# block 1

block_1/zoom.png
Region (6, 57) to (46, 97) um. Cells in grey, sequential cells in the stronger grey; small squares are vias.
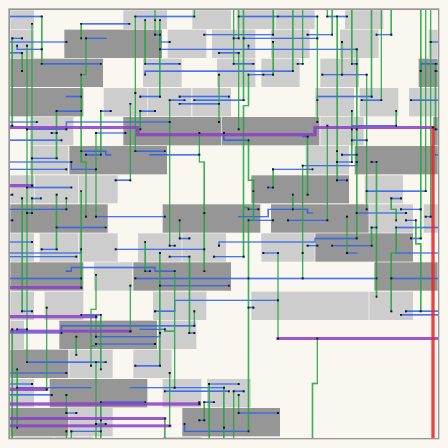

## src/rtl/ins_cache_refill.sv

```systemverilog
// Instruction-cache line refill: requests a DDR burst on a miss, then drains
// the DDR-to-icache FIFO into the cache, checking packet sequence numbers.
module ins_cache_refill #(
    parameter int ISA_WIDTH        = 30,
    parameter int DDR_ADDR_WIDTH   = 28,
    parameter int ISA_DEPTH        = 72,
    parameter int CACHE_ADDR_WIDTH = 7
) (
    input  logic                        clk,
    input  logic                        rst_n,
    input  logic                        miss_req,
    input  logic [DDR_ADDR_WIDTH-1:0]   miss_addr,
    output logic                        busy,
    output logic                        refill_done,
    output logic [DDR_ADDR_WIDTH-1:0]   line_base,
    output logic                        ins_read_req,
    output logic [DDR_ADDR_WIDTH-1:0]   ins_read_addr,
    output logic [7:0]                  ins_read_len,
    input  logic                        ins_reading,
    input  logic                        fifo_empty,
    output logic                        fifo_rd_en,
    input  logic [ISA_WIDTH+8:0]        fifo_dout,
    output logic                        cache_wr_en,
    output logic [CACHE_ADDR_WIDTH-1:0] cache_wr_addr,
    output logic [ISA_WIDTH-1:0]        cache_wr_data,
    output logic                        seq_err
);

    typedef enum logic [1:0] {
        S_IDLE,
        S_REQ,
        S_FILL,
        S_DONE
    } state_t;

    localparam logic [7:0] DEPTH8 = 8'(ISA_DEPTH);

    state_t                      r_state;
    state_t                      w_next;
    logic [7:0]                  r_rcv_cnt;
    logic                        r_pop_d;
    logic [DDR_ADDR_WIDTH-1:0]   r_line_base;
    logic                        r_wr_en;
    logic [CACHE_ADDR_WIDTH-1:0] r_wr_addr;
    logic [ISA_WIDTH-1:0]        r_wr_data;
    logic                        r_seq_err;

    logic                        w_pop;
    logic                        w_take;
    logic [ISA_WIDTH-1:0]        w_ins;
    logic [7:0]                  w_cnt;
    logic                        w_valid;

    assign w_ins   = fifo_dout[ISA_WIDTH+8:9];
    assign w_cnt   = fifo_dout[8:1];
    assign w_valid = fifo_dout[0];

    // Only packets popped while filling count; anything past the line is dropped.
    assign w_take = r_pop_d & w_valid & (r_state == S_FILL)
                  & (r_rcv_cnt < DEPTH8);

    always_comb begin
        w_next = r_state;
        w_pop  = 1'b0;
        unique case (r_state)
            S_IDLE: begin
                if (miss_req) w_next = S_REQ;
                else          w_pop  = ~fifo_empty;
            end
            S_REQ: begin
                if (ins_reading) w_next = S_FILL;
            end
            S_FILL: begin
                w_pop = ~fifo_empty;
                if (r_rcv_cnt == DEPTH8) w_next = S_DONE;
            end
            S_DONE: w_next = S_IDLE;
            default: w_next = S_IDLE;
        endcase
    end

    always_ff @(posedge clk or negedge rst_n) begin
        if (!rst_n) begin
            r_state     <= S_IDLE;
            r_rcv_cnt   <= '0;
            r_pop_d     <= 1'b0;
            r_line_base <= '0;
            r_wr_en     <= 1'b0;
            r_wr_addr   <= '0;
            r_wr_data   <= '0;
            r_seq_err   <= 1'b0;
        end else begin
            r_state <= w_next;
            r_pop_d <= w_pop;
            r_wr_en <= w_take;
            if (r_state == S_IDLE && miss_req) begin
                r_line_base <= miss_addr;
                r_rcv_cnt   <= '0;
                r_seq_err   <= 1'b0;
            end
            if (w_take) begin
                r_wr_addr <= CACHE_ADDR_WIDTH'(r_rcv_cnt);
                r_wr_data <= w_ins;
                r_rcv_cnt <= r_rcv_cnt + 8'd1;
                if (w_cnt != r_rcv_cnt) r_seq_err <= 1'b1;
            end
        end
    end

    assign busy          = (r_state != S_IDLE);
    assign refill_done   = (r_state == S_DONE);
    assign ins_read_req  = (r_state == S_REQ);
    assign ins_read_addr = r_line_base;
    assign ins_read_len  = DEPTH8;
    assign line_base     = r_line_base;
    // Gated so the pop strobe is quiet while reset is held.
    assign fifo_rd_en    = w_pop & rst_n;
    assign cache_wr_en   = r_wr_en;
    assign cache_wr_addr = r_wr_addr;
    assign cache_wr_data = r_wr_data;
    assign seq_err       = r_seq_err;

endmodule

```

## config.mk

```make
export PLATFORM = sky130hd
export DESIGN_NAME = ins_cache_refill
export DESIGN_NICKNAME = d
export VERILOG_FILES = /design/src/rtl/ins_cache_refill.sv
export SDC_FILE = /design/constraint.sdc
export NUM_CORES = 1
export LEC_CHECK = 0
export CAP_MARGIN = 15
export CORE_MARGIN = 2
export CORE_UTILIZATION = 36
export CTS_CLUSTER_SIZE = 24
export DETAILED_ROUTE_END_ITERATION = 10
export GPL_TIMING_DRIVEN = 1
export HOLD_SLACK_MARGIN = 0.15
export PLACE_DENSITY = 0.72
export SLEW_MARGIN = 20
export SYNTH_ARGS = -nofsm -noshare
export SYNTH_HDL_FRONTEND = slang
export SYNTH_SLANG_ARGS = --single-unit
```

## constraint.sdc

```tcl
create_clock -name clk -period 1.96 [get_ports clk]
set_clock_uncertainty 0.05 [all_clocks]
set_input_delay 0.294 -clock clk [delete_from_list [all_inputs] [get_ports clk]]
set_output_delay 0.294 -clock clk [all_outputs]
set_load 0.02 [all_outputs]
```

# block 2

<file path="src/rtl/cpu_pkg.sv">
// Shared CPU definitions: command encoding for the counter register's
// priority mux and the default datapath width.
package cpu_pkg;

    localparam int DEFAULT_WIDTH = 4;

    typedef logic [2:0] cmd_t;

    localparam cmd_t CMD_HOLD    = 3'd0;
    localparam cmd_t CMD_CLEAR   = 3'd1;
    localparam cmd_t CMD_DEC     = 3'd2;
    localparam cmd_t CMD_INC     = 3'd3;
    localparam cmd_t CMD_LOAD    = 3'd4;
    localparam cmd_t CMD_RESTORE = 3'd5;

endpackage

</file>
<file path="src/rtl/counter_reg_arith.sv">
// Combinational step calculator for counter_reg: one instance per direction.
// Works at WIDTH+1 bits so an up-step past MODULUS-1 is seen before any
// truncation; reports whether the step crossed the 0 / MODULUS-1 boundary.
module counter_reg_arith #(
    parameter int WIDTH   = 4,
    parameter int STEP    = 1,
    parameter int MODULUS = 2 ** WIDTH,
    parameter int SAT     = 0,
    parameter bit UP      = 1'b1
) (
    input  logic [WIDTH-1:0] cur,
    output logic [WIDTH-1:0] nextVal,
    output logic             crossed
);

    localparam int XW = WIDTH + 1;
    localparam logic [XW-1:0] STEP_X = XW'(STEP);
    localparam logic [XW-1:0] MOD_X  = XW'(MODULUS);
    localparam logic [XW-1:0] MAX_X  = XW'(MODULUS - 1);

    logic [XW-1:0] curX;
    logic [XW-1:0] result;

    // Step by STEP in the configured direction, then wrap or saturate.
    always_comb begin
        // NOTE: every output gets a default first so no path leaves it unassigned (no latch).
        curX    = {1'b0, cur};
        result  = curX;
        crossed = 1'b0;
        if (UP) begin
            result = curX + STEP_X;
            if (result > MAX_X) begin
                crossed = 1'b1;
                result  = (SAT != 0) ? MAX_X : result - MOD_X;
            end
        end else begin
            if (curX >= STEP_X) begin
                result = curX - STEP_X;
            end else begin
                crossed = 1'b1;
                result  = (SAT != 0) ? '0 : curX + MOD_X - STEP_X;
            end
        end
        nextVal = WIDTH'(result);
    end

endmodule

</file>
<file path="src/rtl/counter_reg.sv">
// Loadable up/down counter register (program counter, loop counters,
// address pointers). Priority: load > inc > dec > clear > hold.
// Optional snapshot shadow register enabled by COUNTER_REG_SNAPSHOT_EN
// (adds save/restore/shadow; restore outranks load).
module counter_reg
    import cpu_pkg::*;
#(
    parameter int WIDTH     = DEFAULT_WIDTH,
    parameter int STEP      = 1,
    parameter int MODULUS   = 2 ** WIDTH,
    parameter int SAT       = 0,
    parameter int RESET_VAL = 0
) (
    input  logic             clk,
    input  logic             rst_n,
    input  logic             load,
    input  logic             inc,
    input  logic             dec,
    input  logic             clear,
`ifdef COUNTER_REG_SNAPSHOT_EN
    input  logic             save,
    input  logic             restore,
    output logic [WIDTH-1:0] shadow,
`endif
    input  logic [WIDTH-1:0] regInput,
    output logic [WIDTH-1:0] regOutput,
    output logic             wrapEvt,
    output logic             ovf,
    output logic             loadErr
);

    localparam int XW = WIDTH + 1;
    localparam logic [XW-1:0]    MOD_X   = XW'(MODULUS);
    localparam logic [WIDTH-1:0] RST_CNT = WIDTH'(RESET_VAL);

    cmd_t             cmd;
    logic             loadOk;
    logic [WIDTH-1:0] upVal;
    logic [WIDTH-1:0] downVal;
    logic             upCross;
    logic             downCross;
    logic [WIDTH-1:0] countNext;
    logic             ovfNext;
    logic             wrapNext;
    logic             loadErrNext;

    counter_reg_arith #(
        .WIDTH(WIDTH), .STEP(STEP), .MODULUS(MODULUS), .SAT(SAT), .UP(1'b1)
    ) upPath (
        .cur(regOutput), .nextVal(upVal), .crossed(upCross)
    );

    counter_reg_arith #(
        .WIDTH(WIDTH), .STEP(STEP), .MODULUS(MODULUS), .SAT(SAT), .UP(1'b0)
    ) downPath (
        .cur(regOutput), .nextVal(downVal), .crossed(downCross)
    );

    assign loadOk = ({1'b0, regInput} < MOD_X);

    // Pick exactly one command; later assignments override earlier ones,
    // so the list runs from lowest to highest priority.
    always_comb begin
        cmd = CMD_HOLD;
        if (clear)   cmd = CMD_CLEAR;
        if (dec)     cmd = CMD_DEC;
        if (inc)     cmd = CMD_INC;
        if (load)    cmd = CMD_LOAD;
`ifdef COUNTER_REG_SNAPSHOT_EN
        if (restore) cmd = CMD_RESTORE;
`endif
    end

    // Next count and flags for the selected command; pulses default low.
    always_comb begin
        countNext   = regOutput;
        ovfNext     = ovf;
        wrapNext    = 1'b0;
        loadErrNext = 1'b0;
        case (cmd)
            CMD_LOAD: begin
                if (loadOk) countNext   = regInput;
                else        loadErrNext = 1'b1;
            end
            CMD_INC: begin
                countNext = upVal;
                if (upCross) begin
                    wrapNext = 1'b1;
                    ovfNext  = 1'b1;
                end
            end
            CMD_DEC: begin
                countNext = downVal;
                if (downCross) begin
                    wrapNext = 1'b1;
                    ovfNext  = 1'b1;
                end
            end
            CMD_CLEAR: begin
                countNext = '0;
                ovfNext   = 1'b0;
            end
`ifdef COUNTER_REG_SNAPSHOT_EN
            CMD_RESTORE: countNext = shadow;
`endif
            default: ;
        endcase
    end

    // Count and flag registers with asynchronous reset.
    always_ff @(posedge clk or negedge rst_n) begin
        // NOTE: sequential state uses non-blocking assignments so every register samples pre-edge values.
        if (!rst_n) begin
            regOutput <= RST_CNT;
            wrapEvt   <= 1'b0;
            ovf       <= 1'b0;
            loadErr   <= 1'b0;
        end else begin
            regOutput <= countNext;
            wrapEvt   <= wrapNext;
            ovf       <= ovfNext;
            loadErr   <= loadErrNext;
        end
    end

`ifdef COUNTER_REG_SNAPSHOT_EN
    // Shadow captures the pre-update count; save+restore therefore swaps.
    always_ff @(posedge clk or negedge rst_n) begin
        if (!rst_n)    shadow <= RST_CNT;
        else if (save) shadow <= regOutput;
    end
`endif

endmodule

</file>
<file path="config.mk">
export PLATFORM = sky130hd
export DESIGN_NAME = counter_reg
export DESIGN_NICKNAME = d
export VERILOG_FILES = /design/src/rtl/cpu_pkg.sv /design/src/rtl/counter_reg_arith.sv /design/src/rtl/counter_reg.sv
export SDC_FILE = /design/constraint.sdc
export NUM_CORES = 1
export LEC_CHECK = 0
export CELL_PAD_IN_SITES_DETAIL_PLACEMENT = 1
export CELL_PAD_IN_SITES_GLOBAL_PLACEMENT = 2
export CORE_MARGIN = 5
export CORE_UTILIZATION = 23
export DETAILED_ROUTE_END_ITERATION = 7
export PLACE_DENSITY_LB_ADDON = 0.3
export REMOVE_ABC_BUFFERS = 1
export SKIP_LAST_GASP = 1
export SLEW_MARGIN = 10
export SYNTH_ARGS = -nofsm -noshare
export SYNTH_HDL_FRONTEND = slang
export SYNTH_SLANG_ARGS = --single-unit
</file>
<file path="constraint.sdc">
create_clock -name clk -period 1.7 [get_ports clk]
set_clock_uncertainty 0.2 [all_clocks]
set_input_delay 0.255 -clock clk [delete_from_list [all_inputs] [get_ports clk]]
set_output_delay 0.255 -clock clk [all_outputs]
set_load 0.02 [all_outputs]
</file>
# block 3

$ cat src/rtl/mips_pkg.sv
// Shared MIPS definitions: multiply/divide op encodings, sequencer states and default width.
package mips_pkg;

  localparam int unsigned MD_WIDTH = 32;

  typedef enum logic [1:0] {
    MD_MULT  = 2'b00,
    MD_MULTU = 2'b01,
    MD_DIV   = 2'b10,
    MD_DIVU  = 2'b11
  } md_op_e;

  typedef enum logic [1:0] {
    MD_IDLE = 2'b00,
    MD_RUN  = 2'b01,
    MD_DONE = 2'b10
  } md_state_e;

  // Divide ops are the upper half of the encoding space.
  function automatic logic md_is_div(input logic [1:0] op);
    return op[1];
  endfunction

endpackage

$ cat src/rtl/muldiv_ctrl.sv
// Iterative multiply/divide sequencer for the EX stage. Runs one shift-add (multiply) or
// restoring-subtract (divide) step per cycle on magnitudes, fixes signs on the last step and
// writes HI/LO; holds the pipeline with a combinational stall while the unit is busy.
module muldiv_ctrl
  import mips_pkg::*;
#(
  parameter int unsigned WIDTH = MD_WIDTH
) (
  input  logic             clk,
  input  logic             rst_n,
  input  logic             start,
  input  logic [1:0]       op,
  input  logic [WIDTH-1:0] rs_val,
  input  logic [WIDTH-1:0] rt_val,
  input  logic             flush,
  input  logic             mf_req,
  input  logic             mt_hi,
  input  logic             mt_lo,
  output logic [WIDTH-1:0] hi,
  output logic [WIDTH-1:0] lo,
  output logic             busy,
  output logic             done,
  output logic             stall
);

  localparam int unsigned CntW = (WIDTH > 1) ? $clog2(WIDTH) : 1;

  md_state_e          state_q, state_d;
  md_op_e             op_q, op_d;
  logic [CntW-1:0]    count_q, count_d;
  // Multiply: {partial product, multiplier}. Divide: {remainder, dividend/quotient}.
  logic [2*WIDTH-1:0] acc_q, acc_d;
  // Multiplicand magnitude for multiply, divisor magnitude for divide.
  logic [WIDTH-1:0]   opnd_q, opnd_d;
  logic               neg_a_q, neg_a_d, neg_b_q, neg_b_d;
  logic [WIDTH-1:0]   hi_q, hi_d, lo_q, lo_d;

  logic               run_div;
  logic [WIDTH:0]     add_a, add_b;
  logic [WIDTH+1:0]   add_res;
  logic [2*WIDTH-1:0] acc_step, prod;
  logic [WIDTH-1:0]   quo, rem, res_hi, res_lo;
  logic               sgn_rs, sgn_rt;
  logic [WIDTH-1:0]   mag_rs, mag_rt;

  // Operand signs and magnitudes at accept; unsigned ops never negate.
  always_comb begin
    sgn_rs = ~op[0] & rs_val[WIDTH-1];
    sgn_rt = ~op[0] & rt_val[WIDTH-1];
    mag_rs = sgn_rs ? -rs_val : rs_val;
    mag_rt = sgn_rt ? -rt_val : rt_val;
  end

  // Shared WIDTH+1-bit adder: adds the multiplicand, or subtracts the divisor (carry-out = fits).
  always_comb begin
    run_div = (op_q == MD_DIV) || (op_q == MD_DIVU);
    if (run_div) begin
      add_a = {acc_q[2*WIDTH-1:WIDTH], acc_q[WIDTH-1]};
      add_b = ~{1'b0, opnd_q};
    end else begin
      add_a = {1'b0, acc_q[2*WIDTH-1:WIDTH]};
      add_b = {1'b0, opnd_q};
    end
    add_res = {1'b0, add_a} + {1'b0, add_b} + {{(WIDTH+1){1'b0}}, run_div};
  end

  // One iteration step plus the sign-corrected result used on the final step.
  always_comb begin
    if (run_div) begin
      if (add_res[WIDTH+1]) begin
        acc_step = {add_res[WIDTH-1:0], acc_q[WIDTH-2:0], 1'b1};
      end else begin
        acc_step = {acc_q[2*WIDTH-2:0], 1'b0};
      end
    end else begin
      if (acc_q[0]) begin
        acc_step = {add_res[WIDTH:0], acc_q[WIDTH-1:1]};
      end else begin
        acc_step = {1'b0, acc_q[2*WIDTH-1:1]};
      end
    end
    prod = (neg_a_q ^ neg_b_q) ? -acc_step : acc_step;
    quo  = (neg_a_q ^ neg_b_q) ? -acc_step[WIDTH-1:0] : acc_step[WIDTH-1:0];
    // Remainder follows the dividend's sign.
    rem  = neg_a_q ? -acc_step[2*WIDTH-1:WIDTH] : acc_step[2*WIDTH-1:WIDTH];
    res_hi = run_div ? rem : prod[2*WIDTH-1:WIDTH];
    res_lo = run_div ? quo : prod[WIDTH-1:0];
  end

  // Sequencer next state, operand capture and HI/LO write selection.
  always_comb begin
    state_d = state_q;
    op_d    = op_q;
    count_d = count_q;
    acc_d   = acc_q;
    opnd_d  = opnd_q;
    neg_a_d = neg_a_q;
    neg_b_d = neg_b_q;
    hi_d    = hi_q;
    lo_d    = lo_q;

    unique case (state_q)
      MD_IDLE: begin
        if (start && !flush) begin
          if (md_is_div(op) && (rt_val == '0)) begin
            state_d = MD_DONE;
            hi_d    = rs_val;
            lo_d    = '1;
          end else begin
            state_d = MD_RUN;
            op_d    = md_op_e'(op);
            count_d = CntW'(WIDTH - 1);
            neg_a_d = sgn_rs;
            neg_b_d = sgn_rt;
            if (md_is_div(op)) begin
              acc_d  = {{WIDTH{1'b0}}, mag_rs};
              opnd_d = mag_rt;
            end else begin
              acc_d  = {{WIDTH{1'b0}}, mag_rt};
              opnd_d = mag_rs;
            end
          end
        end
      end
      MD_RUN: begin
        if (!flush) begin
          acc_d = acc_step;
          if (count_q == '0) begin
            state_d = MD_DONE;
            hi_d    = res_hi;
            lo_d    = res_lo;
          end else begin
            count_d = count_q - CntW'(1);
          end
        end
      end
      MD_DONE: state_d = MD_IDLE;
      default: state_d = MD_IDLE;
    endcase

    if (flush) begin
      state_d = MD_IDLE;
    end

    // MTHI/MTLO land when not running; in DONE they overwrite the result written last edge.
    if ((state_q == MD_IDLE) || (state_q == MD_DONE)) begin
      if (mt_hi) hi_d = rs_val;
      if (mt_lo) lo_d = rs_val;
    end
  end

  // State and datapath registers.
  always_ff @(posedge clk or negedge rst_n) begin
    if (!rst_n) begin
      state_q <= MD_IDLE;
      op_q    <= MD_MULT;
      count_q <= '0;
      acc_q   <= '0;
      opnd_q  <= '0;
      neg_a_q <= 1'b0;
      neg_b_q <= 1'b0;
      hi_q    <= '0;
      lo_q    <= '0;
    end else begin
      state_q <= state_d;
      op_q    <= op_d;
      count_q <= count_d;
      acc_q   <= acc_d;
      opnd_q  <= opnd_d;
      neg_a_q <= neg_a_d;
      neg_b_q <= neg_b_d;
      hi_q    <= hi_d;
      lo_q    <= lo_d;
    end
  end

  // Outputs: HI/LO and status straight from registers, stall from state and EX inputs.
  always_comb begin
    hi    = hi_q;
    lo    = lo_q;
    busy  = (state_q == MD_RUN);
    done  = (state_q == MD_DONE);
    stall = ((state_q == MD_IDLE) && start && !flush) ||
            ((state_q == MD_RUN) && !flush) ||
            ((state_q == MD_RUN) && (mf_req || mt_hi || mt_lo));
  end

endmodule

$ cat config.mk
export PLATFORM = sky130hd
export DESIGN_NAME = muldiv_ctrl
export DESIGN_NICKNAME = d
export VERILOG_FILES = /design/src/rtl/mips_pkg.sv /design/src/rtl/muldiv_ctrl.sv
export SDC_FILE = /design/constraint.sdc
export NUM_CORES = 1
export LEC_CHECK = 0
export CORE_MARGIN = 3
export CORE_UTILIZATION = 45
export CTS_CLUSTER_DIAMETER = 50
export DETAILED_ROUTE_END_ITERATION = 12
export GPL_ROUTABILITY_DRIVEN = 0
export PLACE_DENSITY = 0.75
export SLEW_MARGIN = 40
export SYNTH_ARGS = -nofsm -noshare
export SYNTH_HDL_FRONTEND = slang
export SYNTH_SLANG_ARGS = --single-unit
$ cat constraint.sdc
create_clock -name clk -period 17.4 [get_ports clk]
set_input_delay 5.22 -clock clk [delete_from_list [all_inputs] [get_ports clk]]
set_output_delay 5.22 -clock clk [all_outputs]
set_load 0.005 [all_outputs]
block_2/port_nets.png
Scale bar: 20 um.
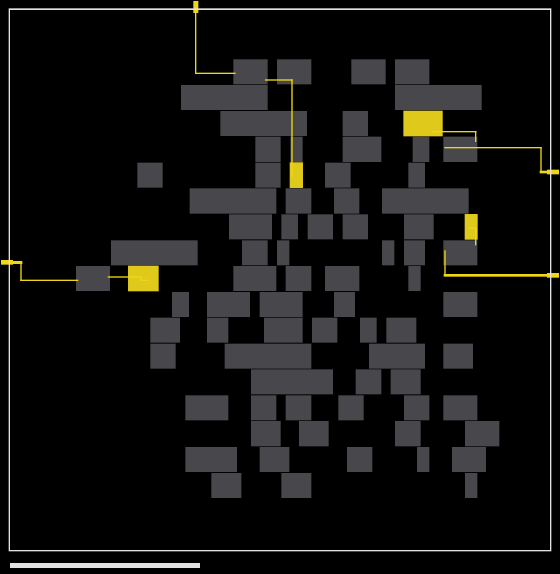
yellow -> regInput  # bits 4, direction input, end cells 4, buffers 4, wire 71.2 um
IO buf count: 15
# IOs: 17

==> run summary, block 2 <==
yosys + openroad results -> vias=471, number of enable flip-flop cells=0, Comb area share=41.0%, total congestion overflow=0, Slew Limit Fails=0, sequential cells=6, GRT Util Overall=10.2%, yosys simple share=20.3%, status=finished, final reports clean, Final Hold Fails=0, Min Clock Period, post-route=1650 ps, # Cells Yosys=51, diode count=0, Pre-Repair DR Iteration Count=4, RR Startpoint=regOutput[0]$_DFFE_PN0P_, mi-comb count=36, Sink Count=6, XOR Share, Synth=6.95%, hpwl dp=1190 um, Routed WL=1460 um, largest net degree at the start of global routing=9, Max VDD drop=0.321 mV, Largest logic family=simple AND/OR/NAND/NOR gates, crit path capture=ovf$_DFFE_PN0P_, kind of critical path=reg -> reg, Pint=0.409 mW, Power Dens Cells=776 nW/um2, post-synthesis adder-cell area fraction=9.93%, post-cts gate resize count=4, vias in the first global route=533, clock share of power=20.9%, Layout Cells excl Fill=105, remaining antenna violation count=0, RePlAce Congestion=0.777, top cell category=logic gates, yosys warning tally=0, crit path launch=regOutput[0]$_DFFE_PN0P_, Max FO, Critical Path=5, DR vias/cell=4.49, Iter 0 DRT Violations=8, Longest Clk Path Bufs=2, number of post-CTS setup repair buffers=0, Worst R2R Setup Slack=50 ps, TritonCTS buffer count=3, non-clk buf share=31.2%, Init Core Util=23.5%, die footprint=3230 um2, core area=2150 um2, nets=93, Post-Synth AOI/OAI Area=16.6%, Syn-to-layout area delta=59.1%, reg2reg end=ovf$_DFFE_PN0P_
block 2: layer usage:
metal	global-route usage, %	up-vias	part of all wire, %
li1	-	234	-
met2	17.0	13	52
met4	1.99	0	0
met1	12.5	224	42
met3	3.91	0	5.6
met5	0	-	0
block 2: power groups by stage:
stage	logic [mW]	clock network (mW)	registers (mW)
floorplan	0.0914	0	0.231
global placement	0.293	0	0.189
detailed placement	0.294	0	0.189
CTS	0.286	0.140	0.187
global route	0.333	0.145	0.195
finish	0.303	0.130	0.189
block 2: registers in the layout, indices dropped and copies added, names as in the netlist:
signal and flops:
ovf 1, regOutput 4, wrapEvt 1
block 2: worst max-delay path, delay by kind of cell, from the launching register on:
family,cells,cell delay (ps)
AND-OR/OR-AND,2,310
adder cells (fa/ha/maj),1,160
buffers and inverters,1,140
flip-flops,1,390
AND/OR/NAND/NOR,2,380
block 2: metrics by stage:
step	area [um2]	hold WS (ps)	util [%]	setup slack, ps	setup TNS (ps)
global route	802	62.9	37.3	-52.7	-92.0
floorplan	462	-241	-	-168	-390
global placement	744	267	34.7	2.31	0
detailed placement	744	279	34.7	-2.84	-6.72
finish	802	56.7	37.3	53.0	0
CTS	762	63.2	35.5	2.37	0
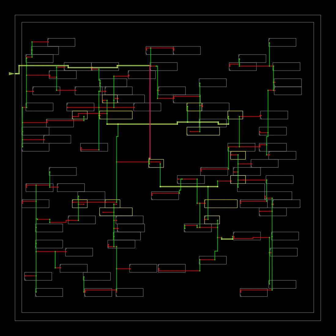
block_1/final_clocks.png
Sink Count: 78
clkbuf count: 10
Latency at later pin: 340 ps
TritonCTS buffer count: 9

About block_1/zoom.png:
purple -> met3
green -> met2
red -> met4
blue -> met1
sequential cells in the window = 20
cells with their middle in the window = 69
netlist names of flops here include = cache_wr_data (12), ins_read_addr (8)
most frequent = clkdlybuf4s50_1 (29), dfrtp_1 (20), mux2_2 (17)

==> run summary, block 1 <==
yosys + openroad results -> IO buf count=170, worst slew pin tran=717 ps, remaining antenna violation count=0, worst r2r path cells=4, number of post-CTS setup repair buffers=0, DR DRC count=0, critical-path cell list=buf_4 > ha_2 > nor2_1 > nor2_1 > and2_1 > buf_4, Longest Clk Path Bufs=2, non-clk buf share=34.2%, Max H-tree Level=3, Post-Syn Instances=258, seq pwr=2.69 mW, relative slew slack=52.2%, total power=8.85 mW, # Taps=133, Die Y=103 um, status=finished, final reports clean, # IOs=179, Power Dens Cells=1590 nW/um2, Top cell excl fill/tap=clkdlybuf4s50_1, final setup vio count=0, Layout Cells excl Fill=554, worst hold path depth=1, switching share of power=35.0%, GRT Util Overall=15.6%, distinct lib cells=31, Layout clock area frac=4.65%, CP required=1620 ps, first-pass GRT wire length=12700 um, yosys warning tally=0, RR Startpoint=r_rcv_cnt[5]$_DFFE_PN0P_, drt wl/cell=14.4 um, Pint=5.75 mW, Mux area share=21.3%, Init Core Util=36.7%, max FFs per register=30, startpoint types=flip-flop, Leakage=2.37 nW, area figure in the yosys stat output=3530 um2, nets=496, P_comb=4.60 mW, class of the worst hold path=reg -> reg, largest net degree at the start of global routing=79
-- block 1: per-stage QoR --
stage	instance area [um2]	TNS (ps)	hold WS [ps]	setup WS, ps
2_1_floorplan	3560	0	-51.6	128
3_3_place_gp	5240	-443	429	-132
3_5_place_dp	5240	-715	445	-149
4_1_cts	5490	0	207	6.37
5_1_grt	5550	-7.80	477	-7.80
6_report	5550	0	458	93.7
-- block 1: metal layers --
metal  wire length, um  up-vias  GRT usage, %
met1              3020     1235          16.8
met2              4280       93          27.4
met4                49        0          4.05
met3               641        4          7.46
li1                  -     1156             -
met5                 0        -             0
-- block 1: worst max-delay path by stage --
stage	startpoint	to	slack, ps	cells past startpoint
6_report	r_state[1]$_DFFE_PN0P_	fifo_rd_en	90	6
5_1_grt	r_state[1]$_DFFE_PN0P_	fifo_rd_en	-8	7
4_1_cts	r_state[0]$_DFFE_PN0P_	fifo_rd_en	6	7
3_5_place_dp	miss_req	fifo_rd_en	-150	6
3_3_place_gp	miss_req	fifo_rd_en	-130	6
2_1_floorplan	r_state[0]$_DFFE_PN0P_	cache_wr_data[0]$_DFFE_PN0P_	130	6
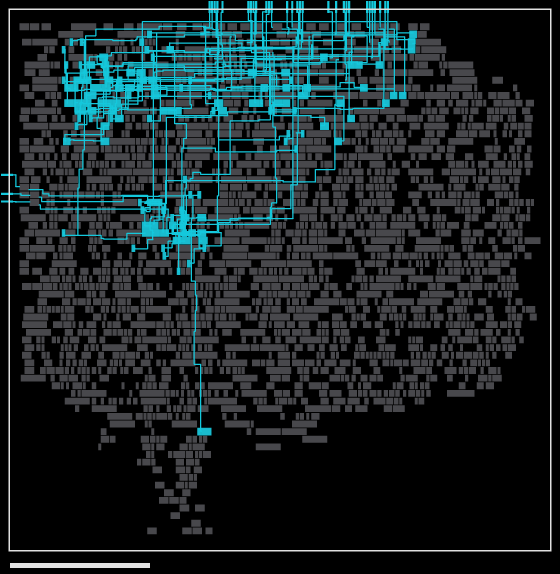
block_3/port_nets.png
Scale bar: 50 um.
cyan -> rs_val  # bits 32, direction input, end cells 135, buffers 32, wire 4680 um
# IOs: 140
IO buf count: 139

==> run summary, block 3 <==
yosys + openroad results -> syn_area_per_cell=7.56 um2, Max H-tree Level=4, Post-Place Setup Slack=5290 ps, synthesis-stage register bit count=170, Main synth FF type=dfrtp_1, Die Span X=192 um, bufs w/o clock=165, Max-cap violations=0, core area=33900 um2, Post-Syn Instances=2065, register area=4260 um2, Sink Count=170, total power=3.57 mW, Post-Syn Area=15600 um2, WHS=500 ps, relative slew slack=43.8%, fin crit share=69.7%, Post-Synth AOI/OAI Area=29.8%, Largest logic family=AND-OR/OR-AND gates, post-synthesis adder-cell area fraction=3.09%, Power Dens Cells=200 nW/um2, Max VDD drop=0.110 mV, Syn-to-layout area delta=14.3%, Root Driver=clkbuf_16, area figure in the yosys stat output=15600 um2, total congestion overflow=0, Leakage=7.05 nW, met1 usage=40.9%, final setup vio count=0, yosys warning tally=0, most numerous logic cells after layout=267 x nand2_1, 246 x o21ai_0, 206 x nor2_1, 185 x a21oi_1, 168 x dfrtp_1, status=finished, final reports clean, CTS tree=done, drt wl/cell=22.9 um, largest net degree at the start of global routing=120, Placed Instances=2547, mi-comb count=1710, sequential cells=170, Max Freq=0.0824 GHz, Layout Cells excl Fill=2580, most frequent CP cell=clkdlybuf4s50_1, met2 wire length=26300 um, kind of critical path=in -> out, Top cells by area=dfrtp_1 27%, o21ai_0 7.9%, nand2_1 6.4%, gr busiest metal=met2, # Taps=448
[block 3: power breakdown]
part | total [mW] | leakage, nW | internal, mW | switching [mW]
combinational | 2.47 | 4.68 | 0.900 | 1.57
sequential | 0.722 | 2.10 | 0.534 | 0.187
clock | 0.378 | 0.267 | 0.189 | 0.189
[block 3: registers in the layout, indices dropped and copies added, names as in the netlist, 2 cells and up]
signal,count
count_q,5
acc_q,64
opnd_q,32
hi,32
state_q,2
lo,32
[block 3: path summary, 6_finish.rpt]
kind                       slack, ps  depth (start not counted)                   start                      to
max                             5270                          4                   mt_lo                   stall
min                              500                          2  opnd_q[15]$_DFFE_PN0P_  opnd_q[15]$_DFFE_PN0P_
max reg2reg                     9260                         21     op_q[1]$_DFFE_PN0P_        hi[28]$_DFF_PN0_
min reg2reg                      500                          2  opnd_q[15]$_DFFE_PN0P_  opnd_q[15]$_DFFE_PN0P_
max in group asynchronous      11020                          3                   rst_n   acc_q[43]$_DFFE_PN0P_
min in group asynchronous       4710                          1                   rst_n        lo[16]$_DFF_PN0_


==> gallery <==
Metal layers overlaid.
Two of the layers only.
panel A
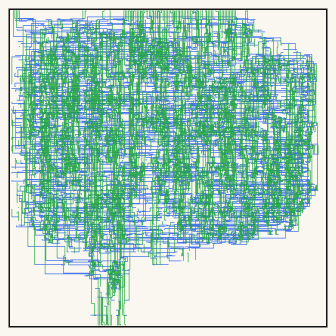
panel B
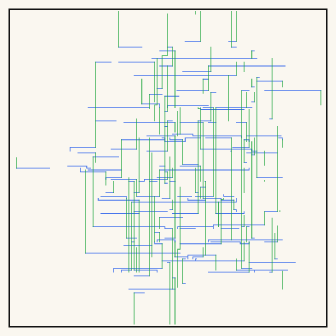
panel C
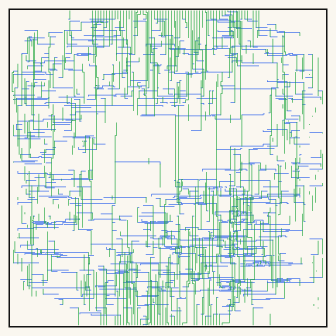
block 3 -> panel A
block 1 -> panel C
block 2 -> panel B

Power and IR drop assume default switching activity.
